# block 1

Fig. 1: block 1, routed metal, one color a layer
Bar = 50 um.
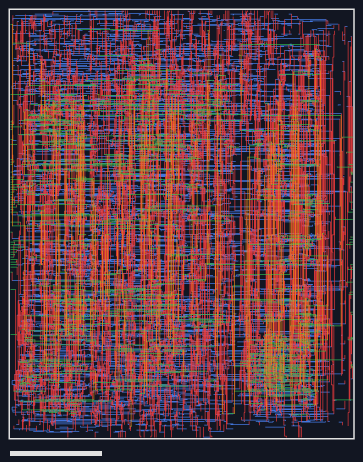

## src/rtl/ext_signals_pkg.sv

```systemverilog
// Shared types and register map for the external-signal router.
package ext_signals_pkg;

    localparam int unsigned CFG_SEL_W   = 8;

    localparam int unsigned OUTCFG_BASE = 32'h00;
    localparam int unsigned INCFG_BASE  = 32'h40;
    localparam int unsigned STATUS_ADDR = 32'h80;
    localparam int unsigned EDGE_ADDR   = 32'h81;
    localparam int unsigned DEBCFG_ADDR = 32'h82;
    localparam int unsigned ID_ADDR     = 32'hFF;

    localparam logic [15:0] ID_VALUE    = 16'hE510;

    typedef enum logic [1:0] {
        IDLE = 2'd0,
        EXEC = 2'd1,
        DONE = 2'd2
    } cmd_state_t;

    typedef struct packed {
        logic                 inv;
        logic                 oe;
        logic [CFG_SEL_W-1:0] sel;
    } out_cfg_t;

    typedef struct packed {
        logic                 en;
        logic [CFG_SEL_W-1:0] dest;
    } in_cfg_t;

endpackage

```

## src/rtl/ext_signals_router_if.sv

```systemverilog
// Command frame bus between the command decoder and the router.
interface ext_signals_router_if #(
    parameter int unsigned ADDR_W = 8,
    parameter int unsigned DATA_W = 16
);
    logic              enable_cmd;
    logic              write_read;
    logic [ADDR_W-1:0] addr_frame;
    logic [DATA_W-1:0] write_data_frame;
    logic              busy;
    logic [DATA_W-1:0] read_data_frame;

    modport master (
        output enable_cmd, write_read, addr_frame, write_data_frame,
        input  busy, read_data_frame
    );

    modport slave (
        input  enable_cmd, write_read, addr_frame, write_data_frame,
        output busy, read_data_frame
    );
endinterface

```

## src/rtl/ext_pad_input_conditioner.sv

```systemverilog
// Per-pad input conditioning: 2-FF sync, optional debounce, level and rising edge.
// Debounce is built only when EXT_IO_DEBOUNCE_EN is defined.
module ext_pad_input_conditioner #(
    parameter int unsigned DEB_W = 8
) (
    input  logic             clk,
    input  logic             rst_n,
    input  logic             pad_y,
    input  logic [DEB_W-1:0] deb_thresh,
    output logic             level,
    output logic             rise_c
);

    logic [1:0] sync_q;
    logic       level_prev_q;

    always_ff @(posedge clk or negedge rst_n) begin
        if (!rst_n) begin
            sync_q <= 2'b00;
        end else begin
            sync_q <= {sync_q[0], pad_y};
        end
    end

`ifdef EXT_IO_DEBOUNCE_EN
    logic [DEB_W-1:0] cnt_q;
    logic             level_q;

    // Level follows sync only after deb_thresh consecutive differing cycles.
    always_ff @(posedge clk or negedge rst_n) begin
        if (!rst_n) begin
            cnt_q   <= '0;
            level_q <= 1'b0;
        end else if (sync_q[1] == level_q) begin
            cnt_q <= '0;
        end else if ((deb_thresh == '0) || (cnt_q == deb_thresh - DEB_W'(1))) begin
            cnt_q   <= '0;
            level_q <= sync_q[1];
        end else begin
            cnt_q <= cnt_q + DEB_W'(1);
        end
    end

    assign level = level_q;
`else
    logic unused_deb;
    assign unused_deb = ^deb_thresh;
    assign level      = sync_q[1];
`endif

    always_ff @(posedge clk or negedge rst_n) begin
        if (!rst_n) begin
            level_prev_q <= 1'b0;
        end else begin
            level_prev_q <= level;
        end
    end

    assign rise_c = level & ~level_prev_q;

endmodule

```

## src/rtl/ext_signals_router.sv

```systemverilog
// Register-programmed bidirectional pad router between the command bus and PF_IO pads.
// Optional input debounce enabled by defining EXT_IO_DEBOUNCE_EN.
module ext_signals_router
    import ext_signals_pkg::*;
#(
    parameter int unsigned NUM_PADS = 10,
    parameter int unsigned NUM_VEC  = 32,
    parameter int unsigned SEL_W    = CFG_SEL_W,
    parameter int unsigned DATA_W   = 16,
    parameter int unsigned ADDR_W   = 8,
    parameter int unsigned DEB_W    = 8
) (
    input  logic                Clock,
    input  logic                Reset_N,
    ext_signals_router_if.slave cmd,
    input  logic [NUM_VEC-1:0]  EXT_OutputsVectorSignals,
    output logic [NUM_VEC-1:0]  EXT_InputsVectorSignals,
    output logic [NUM_PADS-1:0] IO_Block_D,
    output logic [NUM_PADS-1:0] IO_Block_E,
    input  logic [NUM_PADS-1:0] IO_Block_Y
);

    cmd_state_t        state_q, state_d;
    logic              wr_q;
    logic [ADDR_W-1:0] addr_q;
    logic [DATA_W-1:0] data_q;
    logic [DATA_W-1:0] rd_hold_q;
    int unsigned       a_c;
    logic              wr_en_c;
    logic [DATA_W-1:0] rd_value_c;

    out_cfg_t          out_cfg_q [NUM_PADS];
    in_cfg_t           in_cfg_q  [NUM_PADS];

    logic [NUM_PADS-1:0] level;
    logic [NUM_PADS-1:0] rise_c;
    logic [NUM_PADS-1:0] drive_c;
    logic [NUM_VEC-1:0]  in_or_c;
    logic [DATA_W-1:0]   status_c;
    logic [DATA_W-1:0]   edge_set_c;
    logic [DATA_W-1:0]   edge_clr_c;
    logic [DATA_W-1:0]   edge_q;
    logic [DEB_W-1:0]    deb_thresh;
    logic [DATA_W-1:0]   debcfg_rd_c;

    assign a_c     = 32'(addr_q);
    assign wr_en_c = (state_q == EXEC) && wr_q;

    always_ff @(posedge Clock or negedge Reset_N) begin
        if (!Reset_N) begin
            state_q <= IDLE;
        end else begin
            state_q <= state_d;
        end
    end

    always_comb begin
        state_d = state_q;
        case (state_q)
            IDLE:    if (cmd.enable_cmd) state_d = EXEC;
            EXEC:    state_d = DONE;
            DONE:    state_d = IDLE;
            default: state_d = IDLE;
        endcase
    end

    // Read mux over the decoded register address.
    always_comb begin
        rd_value_c = '0;
        for (int p = 0; p < NUM_PADS; p++) begin
            if (a_c == OUTCFG_BASE + p) rd_value_c = DATA_W'(out_cfg_q[p]);
            if (a_c == INCFG_BASE + p)  rd_value_c = DATA_W'(in_cfg_q[p]);
        end
        if (a_c == STATUS_ADDR) rd_value_c = status_c;
        if (a_c == EDGE_ADDR)   rd_value_c = edge_q;
        if (a_c == DEBCFG_ADDR) rd_value_c = debcfg_rd_c;
        if (a_c == ID_ADDR)     rd_value_c = DATA_W'(ID_VALUE);
    end

    always_ff @(posedge Clock or negedge Reset_N) begin
        if (!Reset_N) begin
            cmd.busy            <= 1'b0;
            cmd.read_data_frame <= '0;
            wr_q                <= 1'b0;
            addr_q              <= '0;
            data_q              <= '0;
            rd_hold_q           <= '0;
            for (int p = 0; p < NUM_PADS; p++) begin
                out_cfg_q[p] <= '0;
                in_cfg_q[p]  <= '0;
            end
        end else begin
            cmd.busy <= (state_d != IDLE);
            if ((state_q == IDLE) && cmd.enable_cmd) begin
                wr_q   <= cmd.write_read;
                addr_q <= cmd.addr_frame;
                data_q <= cmd.write_data_frame;
            end
            if (wr_en_c) begin
                for (int p = 0; p < NUM_PADS; p++) begin
                    if (a_c == OUTCFG_BASE + p) out_cfg_q[p] <= out_cfg_t'(data_q[SEL_W+1:0]);
                    if (a_c == INCFG_BASE + p)  in_cfg_q[p]  <= in_cfg_t'(data_q[SEL_W:0]);
                end
            end
            if ((state_q == EXEC) && !wr_q) rd_hold_q <= rd_value_c;
            if ((state_q == DONE) && !wr_q) cmd.read_data_frame <= rd_hold_q;
        end
    end

`ifdef EXT_IO_DEBOUNCE_EN
    logic [DEB_W-1:0] deb_cfg_q;

    always_ff @(posedge Clock or negedge Reset_N) begin
        if (!Reset_N) begin
            deb_cfg_q <= DEB_W'(16);
        end else if (wr_en_c && (a_c == DEBCFG_ADDR)) begin
            deb_cfg_q <= data_q[DEB_W-1:0];
        end
    end

    assign deb_thresh  = deb_cfg_q;
    assign debcfg_rd_c = DATA_W'(deb_cfg_q);
`else
    assign deb_thresh  = '0;
    assign debcfg_rd_c = '0;
`endif

    for (genvar p = 0; p < NUM_PADS; p++) begin : g_pad
        ext_pad_input_conditioner #(.DEB_W(DEB_W)) u_cond (
            .clk       (Clock),
            .rst_n     (Reset_N),
            .pad_y     (IO_Block_Y[p]),
            .deb_thresh(deb_thresh),
            .level     (level[p]),
            .rise_c    (rise_c[p])
        );
    end

    // Status/edge views cover pads 0..DATA_W-1; bits past NUM_PADS read 0.
    for (genvar i = 0; i < DATA_W; i++) begin : g_view
        if (i < NUM_PADS) begin : g_pad_bit
            assign status_c[i]   = level[i];
            assign edge_set_c[i] = rise_c[i];
        end else begin : g_zero_bit
            assign status_c[i]   = 1'b0;
            assign edge_set_c[i] = 1'b0;
        end
    end

    assign edge_clr_c = (wr_en_c && (a_c == EDGE_ADDR)) ? data_q : '0;

    // A rise in the clearing cycle keeps its flag set.
    always_ff @(posedge Clock or negedge Reset_N) begin
        if (!Reset_N) begin
            edge_q <= '0;
        end else begin
            edge_q <= (edge_q & ~edge_clr_c) | edge_set_c;
        end
    end

    always_comb begin
        drive_c = '0;
        for (int p = 0; p < NUM_PADS; p++) begin
            for (int v = 0; v < NUM_VEC; v++) begin
                if (out_cfg_q[p].sel == SEL_W'(v)) drive_c[p] = EXT_OutputsVectorSignals[v];
            end
        end
    end

    always_comb begin
        in_or_c = '0;
        for (int i = 0; i < NUM_VEC; i++) begin
            for (int p = 0; p < NUM_PADS; p++) begin
                if (in_cfg_q[p].en && (in_cfg_q[p].dest == SEL_W'(i))) in_or_c[i] = in_or_c[i] | level[p];
            end
        end
    end

    always_ff @(posedge Clock or negedge Reset_N) begin
        if (!Reset_N) begin
            IO_Block_D              <= '0;
            IO_Block_E              <= '0;
            EXT_InputsVectorSignals <= '0;
        end else begin
            for (int p = 0; p < NUM_PADS; p++) begin
                IO_Block_D[p] <= drive_c[p] ^ out_cfg_q[p].inv;
                IO_Block_E[p] <= out_cfg_q[p].oe;
            end
            EXT_InputsVectorSignals <= in_or_c;
        end
    end

endmodule

```

## src/flat_wrapper.sv

```systemverilog
// flat-port wrapper written by rule: the top's interface ports become plain ports
module ext_signals_router_flat import ext_signals_pkg::*;
#(
    parameter int unsigned NUM_PADS = 10,
    parameter int unsigned NUM_VEC  = 32,
    parameter int unsigned SEL_W    = CFG_SEL_W,
    parameter int unsigned DATA_W   = 16,
    parameter int unsigned ADDR_W   = 8,
    parameter int unsigned DEB_W    = 8
)
  (Clock, Reset_N, EXT_OutputsVectorSignals, EXT_InputsVectorSignals, IO_Block_D, IO_Block_E, IO_Block_Y, cmd_enable_cmd, cmd_write_read, cmd_addr_frame, cmd_write_data_frame, cmd_busy, cmd_read_data_frame);
  ext_signals_router_if #(.ADDR_W(ADDR_W), .DATA_W(DATA_W)) cmd_i ();
  input  logic Clock;
  input  logic Reset_N;
  input  logic [NUM_VEC-1:0] EXT_OutputsVectorSignals;
  output logic [NUM_VEC-1:0] EXT_InputsVectorSignals;
  output logic [NUM_PADS-1:0] IO_Block_D;
  output logic [NUM_PADS-1:0] IO_Block_E;
  input  logic [NUM_PADS-1:0] IO_Block_Y;
  input wire logic [$bits(cmd_i.enable_cmd)-1:0] cmd_enable_cmd;
  input wire logic [$bits(cmd_i.write_read)-1:0] cmd_write_read;
  input wire logic [$bits(cmd_i.addr_frame)-1:0] cmd_addr_frame;
  input wire logic [$bits(cmd_i.write_data_frame)-1:0] cmd_write_data_frame;
  output wire logic [$bits(cmd_i.busy)-1:0] cmd_busy;
  output wire logic [$bits(cmd_i.read_data_frame)-1:0] cmd_read_data_frame;
  assign cmd_i.enable_cmd = cmd_enable_cmd;
  assign cmd_i.write_read = cmd_write_read;
  assign cmd_i.addr_frame = cmd_addr_frame;
  assign cmd_i.write_data_frame = cmd_write_data_frame;
  assign cmd_busy = cmd_i.busy;
  assign cmd_read_data_frame = cmd_i.read_data_frame;
  ext_signals_router #(.NUM_PADS(NUM_PADS), .NUM_VEC(NUM_VEC), .SEL_W(SEL_W), .DATA_W(DATA_W), .ADDR_W(ADDR_W), .DEB_W(DEB_W)) u_core (.Clock(Clock), .Reset_N(Reset_N), .cmd(cmd_i), .EXT_OutputsVectorSignals(EXT_OutputsVectorSignals), .EXT_InputsVectorSignals(EXT_InputsVectorSignals), .IO_Block_D(IO_Block_D), .IO_Block_E(IO_Block_E), .IO_Block_Y(IO_Block_Y));
endmodule
```

## config.mk

```make
export PLATFORM = sky130hd
export DESIGN_NAME = ext_signals_router_flat
export DESIGN_NICKNAME = d
export VERILOG_FILES = /design/src/rtl/ext_signals_pkg.sv /design/src/rtl/ext_signals_router_if.sv /design/src/rtl/ext_pad_input_conditioner.sv /design/src/rtl/ext_signals_router.sv /design/src/flat_wrapper.sv
export SDC_FILE = /design/constraint.sdc
export NUM_CORES = 1
export LEC_CHECK = 0
export CORE_ASPECT_RATIO = 1.25
export CORE_UTILIZATION = 50
export DETAILED_ROUTE_END_ITERATION = 10
export PLACE_DENSITY_LB_ADDON = 0.3
export SYNTH_ARGS = -nofsm -noshare
export SYNTH_HDL_FRONTEND = slang
export SYNTH_SLANG_ARGS = --single-unit
```

## constraint.sdc

```tcl
create_clock -name Clock -period 3.2 [get_ports Clock]
set_input_delay 0.64 -clock Clock [delete_from_list [all_inputs] [get_ports Clock]]
set_output_delay 0.64 -clock Clock [all_outputs]
set_load 0.005 [all_outputs]
```

# block 2

===== src/rtl/sprite_move_scheduler.sv =====
// sprite_move_scheduler: owns the five sprite position registers and, once per
// game tick, walks the sprites through the external position update stage one at
// a time, writing each returned position back before moving to the next sprite.
module sprite_move_scheduler #(
  parameter int unsigned TICK_DIV       = 1666667,
  parameter int unsigned UPD_LATENCY    = 2,
  parameter logic [10:0] PACMAN_RESET_X = 11'd10,
  parameter logic [9:0]  PACMAN_RESET_Y = 10'd10,
  parameter logic [10:0] GHOST_RESET_X  = 11'd25,
  parameter logic [9:0]  GHOST_RESET_Y  = 10'd25
) (
  input  logic        clk,
  input  logic        rst,
  input  logic        enable,
  input  logic [19:0] dir_in,
  output logic [2:0]  upd_sprite,
  output logic [10:0] upd_pos_x,
  output logic [9:0]  upd_pos_y,
  output logic [3:0]  upd_dir,
  input  logic [10:0] upd_new_x,
  input  logic [9:0]  upd_new_y,
  output logic [54:0] pos_x_all,
  output logic [49:0] pos_y_all,
  output logic        busy,
  output logic        frame_done,
  output logic        frame_overrun
);

  localparam int unsigned     NSPR        = 5;
  localparam int unsigned     TCW         = (TICK_DIV > 1) ? $clog2(TICK_DIV) : 1;
  localparam logic [TCW-1:0]  TICK_LAST   = TCW'(TICK_DIV - 1);
  localparam logic [3:0]      WAIT_LOAD   = 4'(UPD_LATENCY - 1);
  localparam logic [2:0]      LAST_SPRITE = 3'd4;

  typedef enum logic [2:0] {
    S_IDLE,
    S_ISSUE,
    S_WAIT,
    S_CAPTURE,
    S_DONE
  } state_t;

  state_t         state_q, state_d;
  logic [TCW-1:0] tick_cnt_q, tick_cnt_d;
  logic           tick;
  logic [3:0]     wait_q, wait_d;
  logic [2:0]     idx_q, idx_d;
  logic [19:0]    snap_q, snap_d;
  logic           overrun_q, overrun_d;
  logic           capture;
  logic [3:0]     snap_nib;

  logic [10:0]    pos_x_q [NSPR];
  logic [9:0]     pos_y_q [NSPR];

  // Anything other than a single direction bit becomes "hold" for the stage.
  function automatic logic [3:0] onehot_or_hold(input logic [3:0] d);
    case (d)
      4'b0001, 4'b0010, 4'b0100, 4'b1000: return d;
      default:                            return 4'b0000;
    endcase
  endfunction

  function automatic logic [19:0] sanitize(input logic [19:0] raw);
    logic [19:0] s;
    s = '0;
    for (int unsigned i = 0; i < NSPR; i++) begin
      s[4*i +: 4] = onehot_or_hold(raw[4*i +: 4]);
    end
    return s;
  endfunction

  // Free-running tick divider; held at zero while the game is paused.
  always_comb begin
    tick       = enable && (tick_cnt_q == TICK_LAST);
    tick_cnt_d = tick_cnt_q + TCW'(1);
    if (!enable || tick) begin
      tick_cnt_d = '0;
    end
  end

  // Select the current sprite's position and snapshot direction nibble.
  always_comb begin
    upd_pos_x = '0;
    upd_pos_y = '0;
    snap_nib  = '0;
    for (int unsigned i = 0; i < NSPR; i++) begin
      if (idx_q == 3'(i)) begin
        upd_pos_x = pos_x_q[i];
        upd_pos_y = pos_y_q[i];
        snap_nib  = snap_q[4*i +: 4];
      end
    end
  end

  // Next-state logic and update-stage handshake outputs.
  always_comb begin
    state_d    = state_q;
    idx_d      = idx_q;
    wait_d     = wait_q;
    snap_d     = snap_q;
    capture    = 1'b0;
    overrun_d  = overrun_q | (tick && (state_q != S_IDLE));
    busy       = (state_q != S_IDLE);
    frame_done = (state_q == S_DONE);
    upd_sprite = idx_q;
    upd_dir    = '0;

    case (state_q)
      S_IDLE: begin
        if (tick) begin
          state_d = S_ISSUE;
          idx_d   = '0;
          snap_d  = sanitize(dir_in);
        end
      end
      S_ISSUE: begin
        upd_dir = snap_nib;
        wait_d  = WAIT_LOAD;
        state_d = S_WAIT;
      end
      S_WAIT: begin
        upd_dir = snap_nib;
        if (wait_q == '0) begin
          state_d = S_CAPTURE;
        end else begin
          wait_d = wait_q - 4'd1;
        end
      end
      S_CAPTURE: begin
        upd_dir = snap_nib;
        capture = 1'b1;
        if (idx_q == LAST_SPRITE) begin
          state_d = S_DONE;
        end else begin
          idx_d   = idx_q + 3'd1;
          state_d = S_ISSUE;
        end
      end
      S_DONE: begin
        state_d = S_IDLE;
      end
      default: begin
        state_d = S_IDLE;
      end
    endcase
  end

  // Control state registers; reset overrides ticks and any transition.
  always_ff @(posedge clk) begin
    if (rst) begin
      state_q    <= S_IDLE;
      tick_cnt_q <= '0;
      wait_q     <= '0;
      idx_q      <= '0;
      snap_q     <= '0;
      overrun_q  <= 1'b0;
    end else begin
      state_q    <= state_d;
      tick_cnt_q <= tick_cnt_d;
      wait_q     <= wait_d;
      idx_q      <= idx_d;
      snap_q     <= snap_d;
      overrun_q  <= overrun_d;
    end
  end

  // Position registers: write back the stage result for the current sprite.
  always_ff @(posedge clk) begin
    if (rst) begin
      pos_x_q[0] <= PACMAN_RESET_X;
      pos_y_q[0] <= PACMAN_RESET_Y;
      for (int unsigned i = 1; i < NSPR; i++) begin
        pos_x_q[i] <= GHOST_RESET_X;
        pos_y_q[i] <= GHOST_RESET_Y;
      end
    end else if (capture) begin
      for (int unsigned i = 0; i < NSPR; i++) begin
        if (idx_q == 3'(i)) begin
          pos_x_q[i] <= upd_new_x;
          pos_y_q[i] <= upd_new_y;
        end
      end
    end
  end

  // Pack positions for the renderer and collision logic.
  always_comb begin
    pos_x_all = '0;
    pos_y_all = '0;
    for (int unsigned i = 0; i < NSPR; i++) begin
      pos_x_all[11*i +: 11] = pos_x_q[i];
      pos_y_all[10*i +: 10] = pos_y_q[i];
    end
  end

  assign frame_overrun = overrun_q;

endmodule


===== config.mk =====
export PLATFORM = sky130hd
export DESIGN_NAME = sprite_move_scheduler
export DESIGN_NICKNAME = d
export VERILOG_FILES = /design/src/rtl/sprite_move_scheduler.sv
export SDC_FILE = /design/constraint.sdc
export NUM_CORES = 1
export LEC_CHECK = 0
export CAP_MARGIN = 20
export CORE_MARGIN = 5
export CORE_UTILIZATION = 48
export DETAILED_ROUTE_END_ITERATION = 12
export GPL_TIMING_DRIVEN = 1
export PLACE_DENSITY_LB_ADDON = 0.1
export SLEW_MARGIN = 5
export SYNTH_ARGS = -nofsm -noshare
export SYNTH_HDL_FRONTEND = slang
export SYNTH_SLANG_ARGS = --single-unit

===== constraint.sdc =====
create_clock -name clk -period 2.65 [get_ports clk]
set_input_delay 0.3975 -clock clk [delete_from_list [all_inputs] [get_ports clk]]
set_output_delay 0.3975 -clock clk [all_outputs]
set_load 0.02 [all_outputs]

# block 3

File: src/rtl/ifid_pipe_reg_if.sv
// IF/ID stage bundle: fetch-side handshake, decode-side handshake, flush and occupancy.
// master = fetch/decode environment, slave = the pipeline stage.
interface ifid_pipe_reg_if #(
    parameter int unsigned INSTR_W = 32,
    parameter int unsigned ADDR_W  = 32
);
    logic               in_valid;
    logic               in_ready;
    logic [INSTR_W-1:0] instruction;
    logic [ADDR_W-1:0]  instr_address;
    logic               flush;
    logic               out_valid;
    logic               out_ready;
    logic [INSTR_W-1:0] instruction_out;
    logic [ADDR_W-1:0]  instr_address_out;
    logic [1:0]         occupancy;

    modport master (
        output in_valid, instruction, instr_address, flush, out_ready,
        input  in_ready, out_valid, instruction_out, instr_address_out, occupancy
    );

    modport slave (
        input  in_valid, instruction, instr_address, flush, out_ready,
        output in_ready, out_valid, instruction_out, instr_address_out, occupancy
    );
endinterface

File: src/rtl/ifid_pipe_reg.sv
// IF/ID pipeline register with valid/ready handshake, flush-to-bubble and an
// optional skid entry that registers in_ready to cut the decode->fetch ready path.
module ifid_pipe_reg #(
    parameter int unsigned INSTR_W   = 32,
    parameter int unsigned ADDR_W    = 32,
    parameter int unsigned SKID      = 1,
    parameter logic [31:0] NOP_INSTR = 32'h0000_0013
) (
    input  logic           clk,
    input  logic           reset_n,
    ifid_pipe_reg_if.slave bus
);
    localparam logic [INSTR_W-1:0] NOP_W = INSTR_W'(NOP_INSTR);

    logic               head_valid_q, head_valid_d;
    logic [INSTR_W-1:0] head_instr_q, head_instr_d;
    logic [ADDR_W-1:0]  head_addr_q,  head_addr_d;
    logic               skid_valid_q, skid_valid_d;
    logic [INSTR_W-1:0] skid_instr_q, skid_instr_d;
    logic [ADDR_W-1:0]  skid_addr_q,  skid_addr_d;
    logic               in_ready_q,   in_ready_d;

    logic in_ready;
    logic in_xfer;
    logic head_load;
    logic skid_load;
    logic skid_to_head;

    assign in_ready = (SKID != 0) ? in_ready_q : (!head_valid_q || bus.out_ready);
    assign in_xfer  = bus.in_valid && in_ready;

    // Skid is only ever filled while the head is stalled, so with the skid full
    // in_ready is low and no new entry can compete with the skid->head move.
    always_comb begin
        head_valid_d = head_valid_q;
        skid_valid_d = skid_valid_q;
        head_load    = 1'b0;
        skid_load    = 1'b0;
        skid_to_head = 1'b0;
        if (bus.flush) begin
            head_valid_d = 1'b0;
            skid_valid_d = 1'b0;
        end else if (skid_valid_q) begin
            if (bus.out_ready) begin
                skid_to_head = 1'b1;
                skid_valid_d = 1'b0;
            end
        end else if (head_valid_q && !bus.out_ready) begin
            if (in_xfer && (SKID != 0)) begin
                skid_load    = 1'b1;
                skid_valid_d = 1'b1;
            end
        end else if (in_xfer) begin
            head_load    = 1'b1;
            head_valid_d = 1'b1;
        end else if (head_valid_q) begin
            head_valid_d = 1'b0;
        end
    end

    always_comb begin
        head_instr_d = head_instr_q;
        head_addr_d  = head_addr_q;
        skid_instr_d = skid_instr_q;
        skid_addr_d  = skid_addr_q;
        if (head_load) begin
            head_instr_d = bus.instruction;
            head_addr_d  = bus.instr_address;
        end else if (skid_to_head) begin
            head_instr_d = skid_instr_q;
            head_addr_d  = skid_addr_q;
        end
        if (skid_load) begin
            skid_instr_d = bus.instruction;
            skid_addr_d  = bus.instr_address;
        end
        in_ready_d = !skid_valid_d;
    end

    always_ff @(posedge clk or negedge reset_n) begin
        if (!reset_n) begin
            head_valid_q <= 1'b0;
            skid_valid_q <= 1'b0;
            in_ready_q   <= 1'b0;
            head_instr_q <= '0;
            head_addr_q  <= '0;
            skid_instr_q <= '0;
            skid_addr_q  <= '0;
        end else begin
            head_valid_q <= head_valid_d;
            skid_valid_q <= skid_valid_d;
            in_ready_q   <= in_ready_d;
            head_instr_q <= head_instr_d;
            head_addr_q  <= head_addr_d;
            skid_instr_q <= skid_instr_d;
            skid_addr_q  <= skid_addr_d;
        end
    end

    assign bus.in_ready          = in_ready;
    assign bus.out_valid         = head_valid_q;
    assign bus.instruction_out   = head_valid_q ? head_instr_q : NOP_W;
    assign bus.instr_address_out = head_valid_q ? head_addr_q : '0;
    assign bus.occupancy         = {skid_valid_q, head_valid_q && !skid_valid_q};
endmodule
File: src/flat_wrapper.sv
// flat-port wrapper written by rule: the top's interface ports become plain ports
module ifid_pipe_reg_flat 
#(
    parameter int unsigned INSTR_W   = 32,
    parameter int unsigned ADDR_W    = 32,
    parameter int unsigned SKID      = 1,
    parameter logic [31:0] NOP_INSTR = 32'h0000_0013
)
  (clk, reset_n, bus_in_valid, bus_instruction, bus_instr_address, bus_flush, bus_out_ready, bus_in_ready, bus_out_valid, bus_instruction_out, bus_instr_address_out, bus_occupancy);
  ifid_pipe_reg_if #(.INSTR_W(INSTR_W), .ADDR_W(ADDR_W)) bus_i ();
  input  logic clk;
  input  logic reset_n;
  input wire logic [$bits(bus_i.in_valid)-1:0] bus_in_valid;
  input wire logic [$bits(bus_i.instruction)-1:0] bus_instruction;
  input wire logic [$bits(bus_i.instr_address)-1:0] bus_instr_address;
  input wire logic [$bits(bus_i.flush)-1:0] bus_flush;
  input wire logic [$bits(bus_i.out_ready)-1:0] bus_out_ready;
  output wire logic [$bits(bus_i.in_ready)-1:0] bus_in_ready;
  output wire logic [$bits(bus_i.out_valid)-1:0] bus_out_valid;
  output wire logic [$bits(bus_i.instruction_out)-1:0] bus_instruction_out;
  output wire logic [$bits(bus_i.instr_address_out)-1:0] bus_instr_address_out;
  output wire logic [$bits(bus_i.occupancy)-1:0] bus_occupancy;
  assign bus_i.in_valid = bus_in_valid;
  assign bus_i.instruction = bus_instruction;
  assign bus_i.instr_address = bus_instr_address;
  assign bus_i.flush = bus_flush;
  assign bus_i.out_ready = bus_out_ready;
  assign bus_in_ready = bus_i.in_ready;
  assign bus_out_valid = bus_i.out_valid;
  assign bus_instruction_out = bus_i.instruction_out;
  assign bus_instr_address_out = bus_i.instr_address_out;
  assign bus_occupancy = bus_i.occupancy;
  ifid_pipe_reg #(.INSTR_W(INSTR_W), .ADDR_W(ADDR_W), .SKID(SKID), .NOP_INSTR(NOP_INSTR)) u_core (.clk(clk), .reset_n(reset_n), .bus(bus_i));
endmodule
File: config.mk
export PLATFORM = sky130hd
export DESIGN_NAME = ifid_pipe_reg_flat
export DESIGN_NICKNAME = d
export VERILOG_FILES = /design/src/rtl/ifid_pipe_reg_if.sv /design/src/rtl/ifid_pipe_reg.sv /design/src/flat_wrapper.sv
export SDC_FILE = /design/constraint.sdc
export NUM_CORES = 1
export LEC_CHECK = 0
export CORE_MARGIN = 1.5
export CORE_UTILIZATION = 50
export CTS_CLUSTER_DIAMETER = 30
export DETAILED_ROUTE_END_ITERATION = 10
export PLACE_DENSITY_LB_ADDON = 0.12
export SYNTH_ARGS = -nofsm -noshare
export SYNTH_HDL_FRONTEND = slang
export SYNTH_SLANG_ARGS = --single-unit
export TNS_END_PERCENT = 10
File: constraint.sdc
create_clock -name clk -period 4.05 [get_ports clk]
set_input_delay 0.81 -clock clk [delete_from_list [all_inputs] [get_ports clk]]
set_output_delay 0.81 -clock clk [all_outputs]
set_load 0.01 [all_outputs]
# block 4

**src/rtl/iterative_mult_unit.sv**
```systemverilog
// Iterative shift-add multiplier, one multiplier bit per cycle, signed/unsigned.
// Optional build macro MULT_EARLY_TERM_EN ends the iteration once the remaining multiplier bits are zero.
module iterative_mult_unit #(
  parameter int WIDTH = 32
) (
  input  logic                 clk,
  input  logic                 reset,
  input  logic                 start,
  input  logic                 m_signed,
  input  logic [WIDTH-1:0]     src_a,
  input  logic [WIDTH-1:0]     src_b,
  output logic                 ready,
  output logic                 done,
  output logic [2*WIDTH-1:0]   product
);

  localparam int CW = $clog2(WIDTH + 1);

  typedef enum logic [1:0] {IDLE, RUN, FIN} state_t;

  state_t               state_q, state_d;
  logic [2*WIDTH-1:0]   acc_q, acc_d;
  logic [2*WIDTH-1:0]   mcand_q, mcand_d;
  logic [2*WIDTH-1:0]   product_q, product_d;
  logic [WIDTH-1:0]     mult_q, mult_d;
  logic [CW-1:0]        cnt_q, cnt_d;
  logic                 neg_q, neg_d;
  logic [WIDTH-1:0]     mag_a, mag_b;
  logic                 last_step;

  // Negating the most-negative value wraps to itself, which is the correct unsigned magnitude.
  always_comb begin
    mag_a = (m_signed && src_a[WIDTH-1]) ? ({WIDTH{1'b0}} - src_a) : src_a;
    mag_b = (m_signed && src_b[WIDTH-1]) ? ({WIDTH{1'b0}} - src_b) : src_b;
  end

  always_comb begin
`ifdef MULT_EARLY_TERM_EN
    // At least one step always runs, so minimum latency stays at two edges.
    last_step = (cnt_q == CW'(WIDTH)) || ((cnt_q != '0) && (mult_q == '0));
`else
    last_step = (cnt_q == CW'(WIDTH));
`endif
  end

  always_comb begin
    state_d   = state_q;
    acc_d     = acc_q;
    mcand_d   = mcand_q;
    mult_d    = mult_q;
    cnt_d     = cnt_q;
    neg_d     = neg_q;
    product_d = product_q;
    ready     = (state_q != RUN);
    done      = (state_q == FIN);

    case (state_q)
      IDLE, FIN: begin
        if (start) begin
          state_d = RUN;
          acc_d   = '0;
          mcand_d = {{WIDTH{1'b0}}, mag_a};
          mult_d  = mag_b;
          cnt_d   = '0;
          neg_d   = m_signed & (src_a[WIDTH-1] ^ src_b[WIDTH-1]);
        end else begin
          state_d = IDLE;
        end
      end
      RUN: begin
        if (last_step) begin
          state_d   = FIN;
          product_d = neg_q ? ({(2*WIDTH){1'b0}} - acc_q) : acc_q;
        end else begin
          if (mult_q[0]) begin
            acc_d = acc_q + mcand_q;
          end
          mcand_d = mcand_q << 1;
          mult_d  = mult_q >> 1;
          cnt_d   = cnt_q + CW'(1);
        end
      end
      default: begin
        state_d = IDLE;
      end
    endcase
  end

  always_ff @(posedge clk) begin
    if (reset) begin
      state_q   <= IDLE;
      acc_q     <= '0;
      mcand_q   <= '0;
      mult_q    <= '0;
      cnt_q     <= '0;
      neg_q     <= 1'b0;
      product_q <= '0;
    end else begin
      state_q   <= state_d;
      acc_q     <= acc_d;
      mcand_q   <= mcand_d;
      mult_q    <= mult_d;
      cnt_q     <= cnt_d;
      neg_q     <= neg_d;
      product_q <= product_d;
    end
  end

  assign product = product_q;

endmodule

```
**config.mk**
```make
export PLATFORM = sky130hd
export DESIGN_NAME = iterative_mult_unit
export DESIGN_NICKNAME = d
export VERILOG_FILES = /design/src/rtl/iterative_mult_unit.sv
export SDC_FILE = /design/constraint.sdc
export NUM_CORES = 1
export LEC_CHECK = 0
export CAP_MARGIN = 0
export CORE_MARGIN = 3
export CORE_UTILIZATION = 53
export DETAILED_ROUTE_END_ITERATION = 12
export PLACE_DENSITY = 0.79
export SYNTH_ARGS = -nofsm -noshare
export SYNTH_HDL_FRONTEND = slang
export SYNTH_SLANG_ARGS = --single-unit
```
**constraint.sdc**
```tcl
create_clock -name clk -period 3 [get_ports clk]
set_input_delay 0.45 -clock clk [delete_from_list [all_inputs] [get_ports clk]]
set_output_delay 0.45 -clock clk [all_outputs]
set_load 0.02 [all_outputs]
```

## Gallery

Drive-strength map.
image #1
Bar = 50 um.
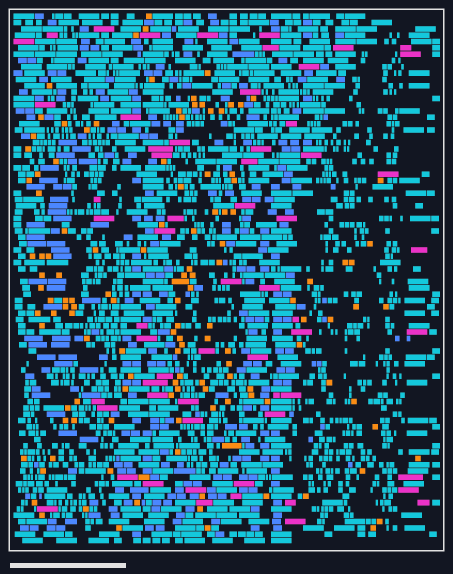
image #2
Bar = 50 um.
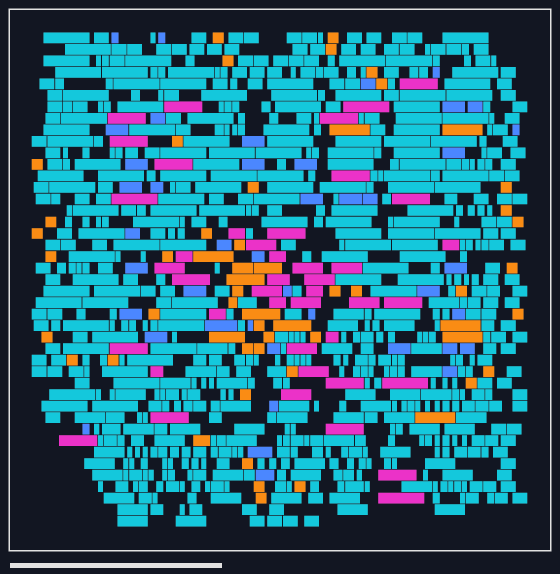
image #3
Bar = 50 um.
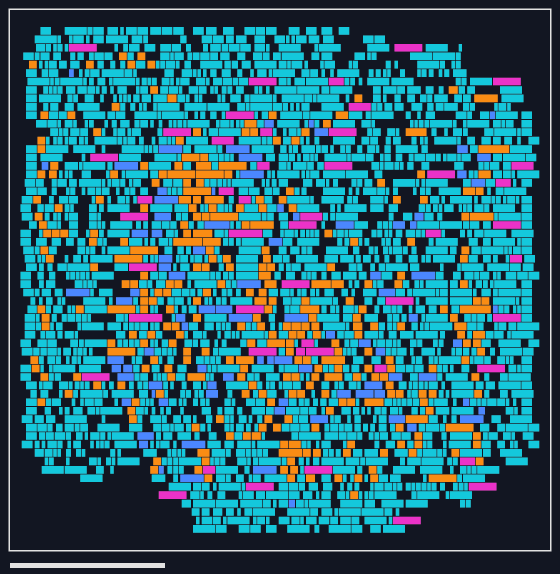
image #4
Bar = 20 um.
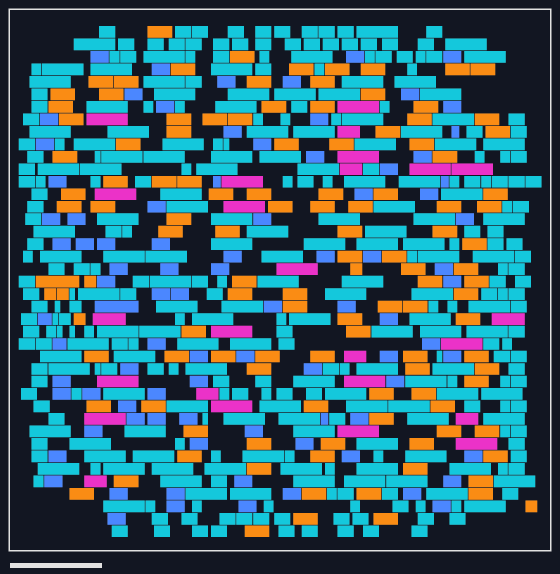
block 3: image #4
block 4: image #3
block 2: image #2
block 1: image #1
Of these, smallest die: image #4
Of these, fewest cells: image #4

Key to image #2:
| color | size | cells | share |
|---|---|---|---|
| orange | _3 and _4 cells | 55 | 6.8% |
| cyan | _0 and _1 cells | 671 | 83% |
| magenta | _6 and larger | 42 | 5.2% |
| blue | _2 cells | 42 | 5.2% |

Fig. 2: block 4, clock nets
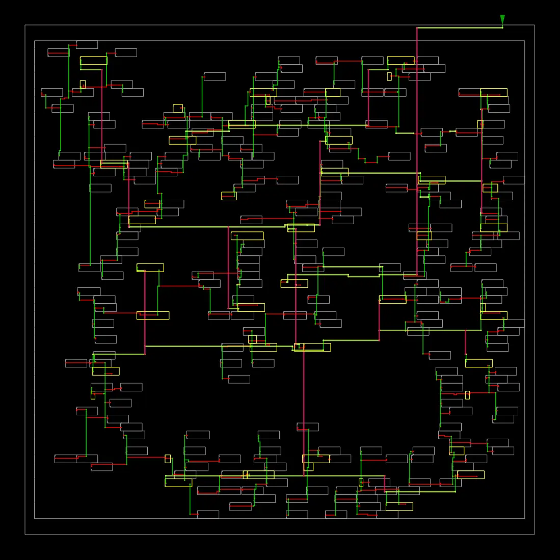
seq_cells: 233
CTS sink count: 233

==> job_summary.md, block 4 <==
## Synthesis and layout report

| Metric | Value |
|---|---|
| CTS Buffer Depth | `3` |
| Adders+Majority by Area | `0.05821` |
| H-tree lvl count | `1` |
| Crit Path Class | `reg2reg` |
| Chip Height | `174.0 um` |
| Area grow syn2layout | `32.87%` |
| Synth async-reset ratio | `0` |
| Fin. max-slew vios | `0` |
| Critical path endpoint category | `register` |
| AO/OA Area Share | `0.2641` |
| GR peak layer | `met2` |
| Worst setup endpoint | `product[61]$_SDFFE_PP0P_` |
| Failing checks | `setup timing` |
| CP max stage cell | `or4_4` |
| Largest net degree at the start of global routing | `118` |
| Status | `complete, but fails checks` |
| Setup slack after layout | `-0.2747 ns` |
| Setup Viol. Count Final | `6` |
| Simple-Gate Area Share | `0.2218` |
| Biggest Area Class | `logic gates` |
| Ant diodes | `0` |
| Critical path fanouts, max | `3` |
==> block 4: timing repair <==
item / CTS / global route
endpoints found under the setup margin: 25 / 35
setup buffers: 9 / 15
pin swaps: 8 / 48
resized: 35 / 106
==> block 4: sequential cells by signal (all words and copies together), names as in the netlist <==
signal	cells
acc_q	64
cnt_q	6
mcand_q	64
mult_q	32
neg_q	1
product	64
state_q	2
==> block 4: where the power goes <==
part | leakage, nW | internal [W] | switching (W)
clock network | 0.440 | 0.00197 | 0.00134
logic | 5.57 | 0.000566 | 0.000739
registers | 1.90 | 0.00319 | 0.0000815
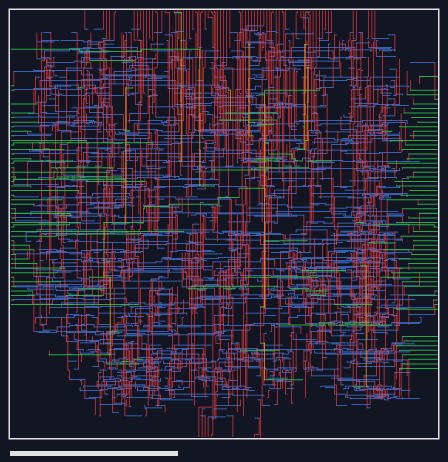
Fig. 3. Routed metal, one color a layer (block 2).
Bar = 50 um.
| color | layer | wire length |
|---|---|---|
| orange | metal 4 | 364 um |
| red | metal 2 | 9540 um |
| blue | metal 1 | 7770 um |
| green | metal 3 | 1650 um |

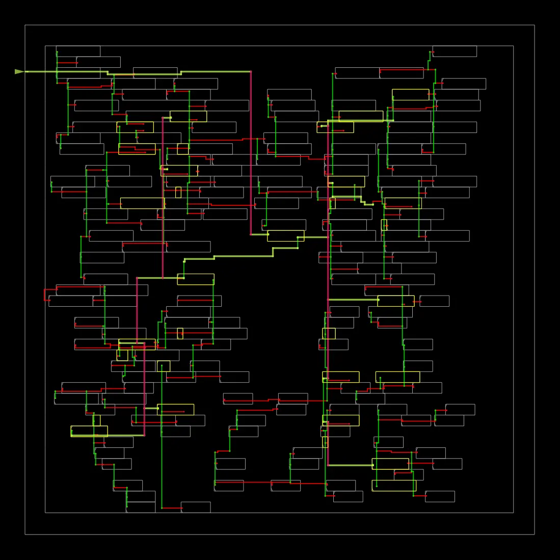
Fig. 4. Clock nets (block 2).
Power Clock: 0.00250 W
seq_cells: 157
layout clock buffer count: 20

==> job_summary.md, block 2 <==
## Synthesis and layout report

| Metric | Value |
|---|---|
| Place WS | `0.0006710 ns` |
| Post-DRT Antenna Nets | `0` |
| Fin Clk Skew | `0.007344 ns` |
| Status | `finished, final reports clean` |
| Crit. Startpoint | `upd_sprite[0]$_SDFFE_PP0P_` |
| Final #Nets | `850` |
| Design Area, Final | `9831 um^2` |
| AO/OA Area Share | `0.09514` |
| Setup Viol. Count Final | `0` |
| Fin. Hold Viols | `0` |
| Period utilization | `0.9827` |
| Commonest Layout Cell | `clkdlybuf4s50_1` |
| Gr usage total | `0.2317` |
| FF+latch area | `4199 um^2` |
| Power density cells | `576.2 nW/um^2` |
| Non-clk invs | `8` |
| Core Util at FP | `0.4841` |
| Post-synth top cells | `105 x edfxtp_1, 75 x nor2_1, 65 x a21oi_1` |
| CTS sink count | `157` |
block 2: worst max-delay path: stages, from the launching register on:
cell and delay (ns):
dfxtp_4 0.38, inv_4 0.05, ha_4 0.15, nor3b_4 0.15, buf_6 0.13, buf_8 0.14, a221oi_4 0.29, nor3_2 0.08
a21oi_1 0.16, a21oi_1 0.09, buf_4 0.16
block 2: power groups by stage:
stage                     Combinational [W]  Clock, W  Sequential (W)
after floorplan                    0.000141         0         0.00279
after CTS                          0.000454   0.00252         0.00270
after detailed placement           0.000458         0         0.00275
final                              0.000468   0.00250         0.00270
after global placement             0.000455         0         0.00274
after global routing               0.000495   0.00264         0.00270
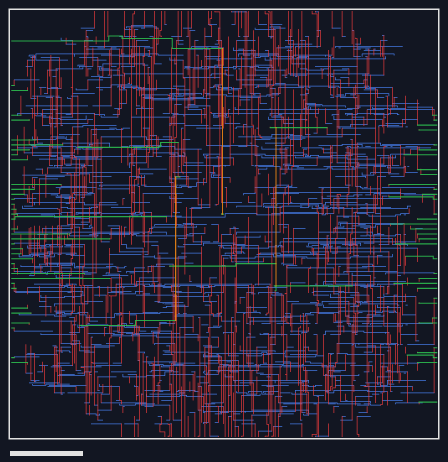
Fig. 5. Routed metal, one color a layer (block 3).
Bar = 20 um.
| color | layer | wire length |
|---|---|---|
| green | metal 3 | 614 um |
| blue | metal 1 | 6090 um |
| red | metal 2 | 6330 um |
| orange | metal 4 | 129 um |

==> job_summary.md, block 3 <==
## Synthesis and layout report

| Metric | Value |
|---|---|
| DR vias | `3780` |
| Synth async-reset ratio | `1.000` |
| Comb gates | `267` |
| Initial antenna violation count | `0` |
| Fin. Hold Viols | `0` |
| Share of layout cells above drive strength 1 | `0.4024` |
| CTS root buffer | `clkbuf_16` |
| Period utilization | `0.7681` |
| Biggest Area Class | `flip-flops and latches` |
| Clock-cell share | `0.06397` |
| Total CTS buffers | `17` |
| Setup slack after layout | `0.9393 ns` |
| Status | `finished, final reports clean` |
| Post-synth design cell area | `6574 um^2` |
| Post-CTS sizing | `0` |
| Sequential share of cell area | `0.3837` |
| Cell Int Power | `0.003252 W` |
| CTS Buffer Depth | `2` |
-- block 3: cell usage in the layout (no fill, tap or decap) --
cell type        count
and2_1              62
and2b_2              1
buf_12               2
buf_4                6
clkbuf_1             5
clkbuf_16           17
clkbuf_8             6
clkdlybuf4s50_1    135
clkinv_2             4
dfrtp_1            130
dfrtp_2              1
inv_1                1
mux2_2              81
mux2_4             111
nand2_1              2
nand2b_1             3
nand3b_1             1
nand4_1              1
nor2_1               2
nor2b_2              1
o2111ai_4            1
o31ai_1              1
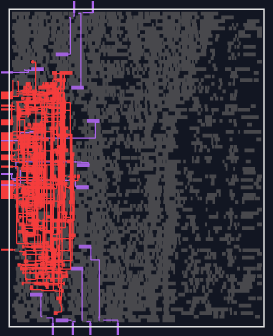
Fig. 6. I/O nets highlighted (block 1).
| color | port | bits | direction | edge | end cells | wire |
|---|---|---|---|---|---|---|
| red | `EXT_OutputsVectorSignals` | 32 | input | west | 187 | 6380 um |
| purple | `IO_Block_D` | 10 | output | 4 south, 4 west, 2 north | 10 | 524 um |

About Fig. 1:
| color | layer | wire length |
|---|---|---|
| green | metal 3 | 6830 um |
| blue | metal 1 | 31.1 mm |
| red | metal 2 | 43.5 mm |
| orange | metal 4 | 8600 um |

==> job_summary.md, block 1 <==
## Synthesis and layout report

| Metric | Value |
|---|---|
| Status | `finished, final reports clean` |
| Drt total wl | `90.03 mm` |
| WP buf/inv | `2` |
| H-tree lvl count | `2` |
| Clock power frac | `0.337` |
| TNS Setup | `0 ns` |
| Non-Clock Buffer Area Fraction | `0.09869` |
| Synth async-reset ratio | `1.000` |
| WP depth | `9` |
| Met3 routed WL | `6.831 mm` |
| Post-route insts no fill | `2884` |
| Post-DRT Antenna Nets | `0` |
| # DRC | `0` |
| Yosys synthesis chip area | `21260 um^2` |
| Registers, synthesis | `348` |
| Final design utilization | `0.5923` |
| Design Area, Final | `24900 um^2` |
| Largest net degree at the start of global routing | `82` |
| Net Switching | `0.004379 W` |
| Count of hold-fix buffers inserted at cts | `0` |
| Placer Congestion | `1.092` |
| Simple-Gate Area Share | `0.1706` |
| Comb gates | `1604` |
| CP Data Arrival Time | `3.42 ns` |
| Commonest Layout Cell | `dfrtp_1` |
| Fin Hold WS | `0.03317 ns` |
| Seq_cells | `348` |
[block 1: registers in the layout (all words and copies together) (netlist names), 16 cells and up]
| register | cells |
|---|---|
| u_core.EXT_InputsVectorSignals | 32 |
| u_core.out_cfg_q | 100 |
| u_core.in_cfg_q | 90 |
| u_core.g_pad.u_cond.sync_q | 20 |
| u_core.data_q | 16 |
| u_core.edge_q | 16 |
| u_core.cmd.read_data_frame | 16 |
| u_core.rd_hold_q | 16 |


==> layout pictures side by side <==
Sequential cells grouped by signal name.
Bar = 50 um. Other sequential cells in the stronger gray, the rest of the logic in the fainter gray.
shot_01.png
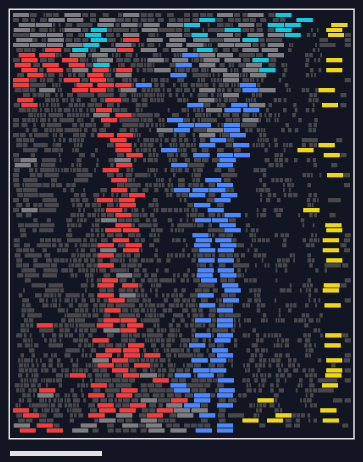
shot_02.png
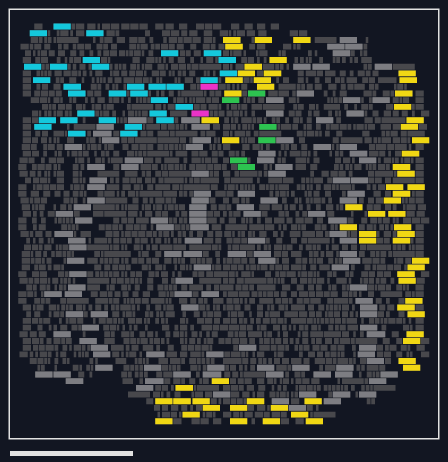
shot_03.png
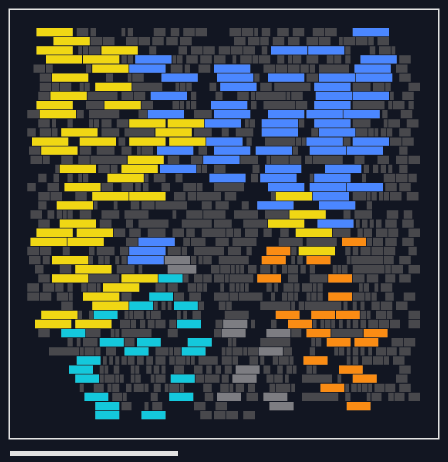
- fewest sequential cells: shot_03.png
For block 1, see shot_01.png.
For block 4, see shot_02.png.
For block 2, see shot_03.png.


==> notes/layouts.md <==
Pictures saved along the way, in no particular order.

I/O nets highlighted.
picture 1
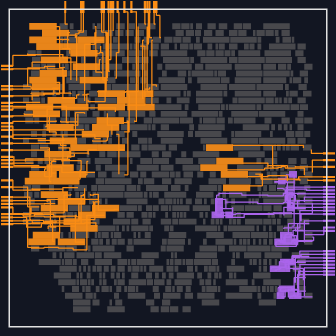
picture 2
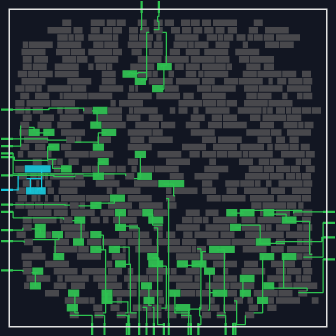
picture 3
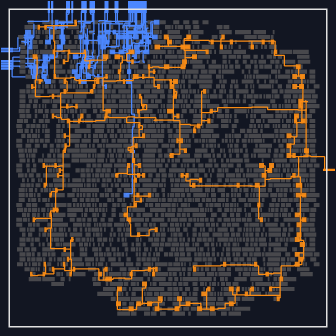
- fewest cells: picture 2
- most cells: picture 3
block 3: picture 2
block 2: picture 1
block 4: picture 3

Key to picture 1:
| color | port | bits | direction | edge | end cells | wire |
|---|---|---|---|---|---|---|
| orange | `pos_y_all` | 50 | output | 29 west, 16 north, 5 east | 50 | 2140 um |
| purple | `dir_in` | 20 | input | east | 25 | 810 um |

Power and IR drop assume default switching activity.
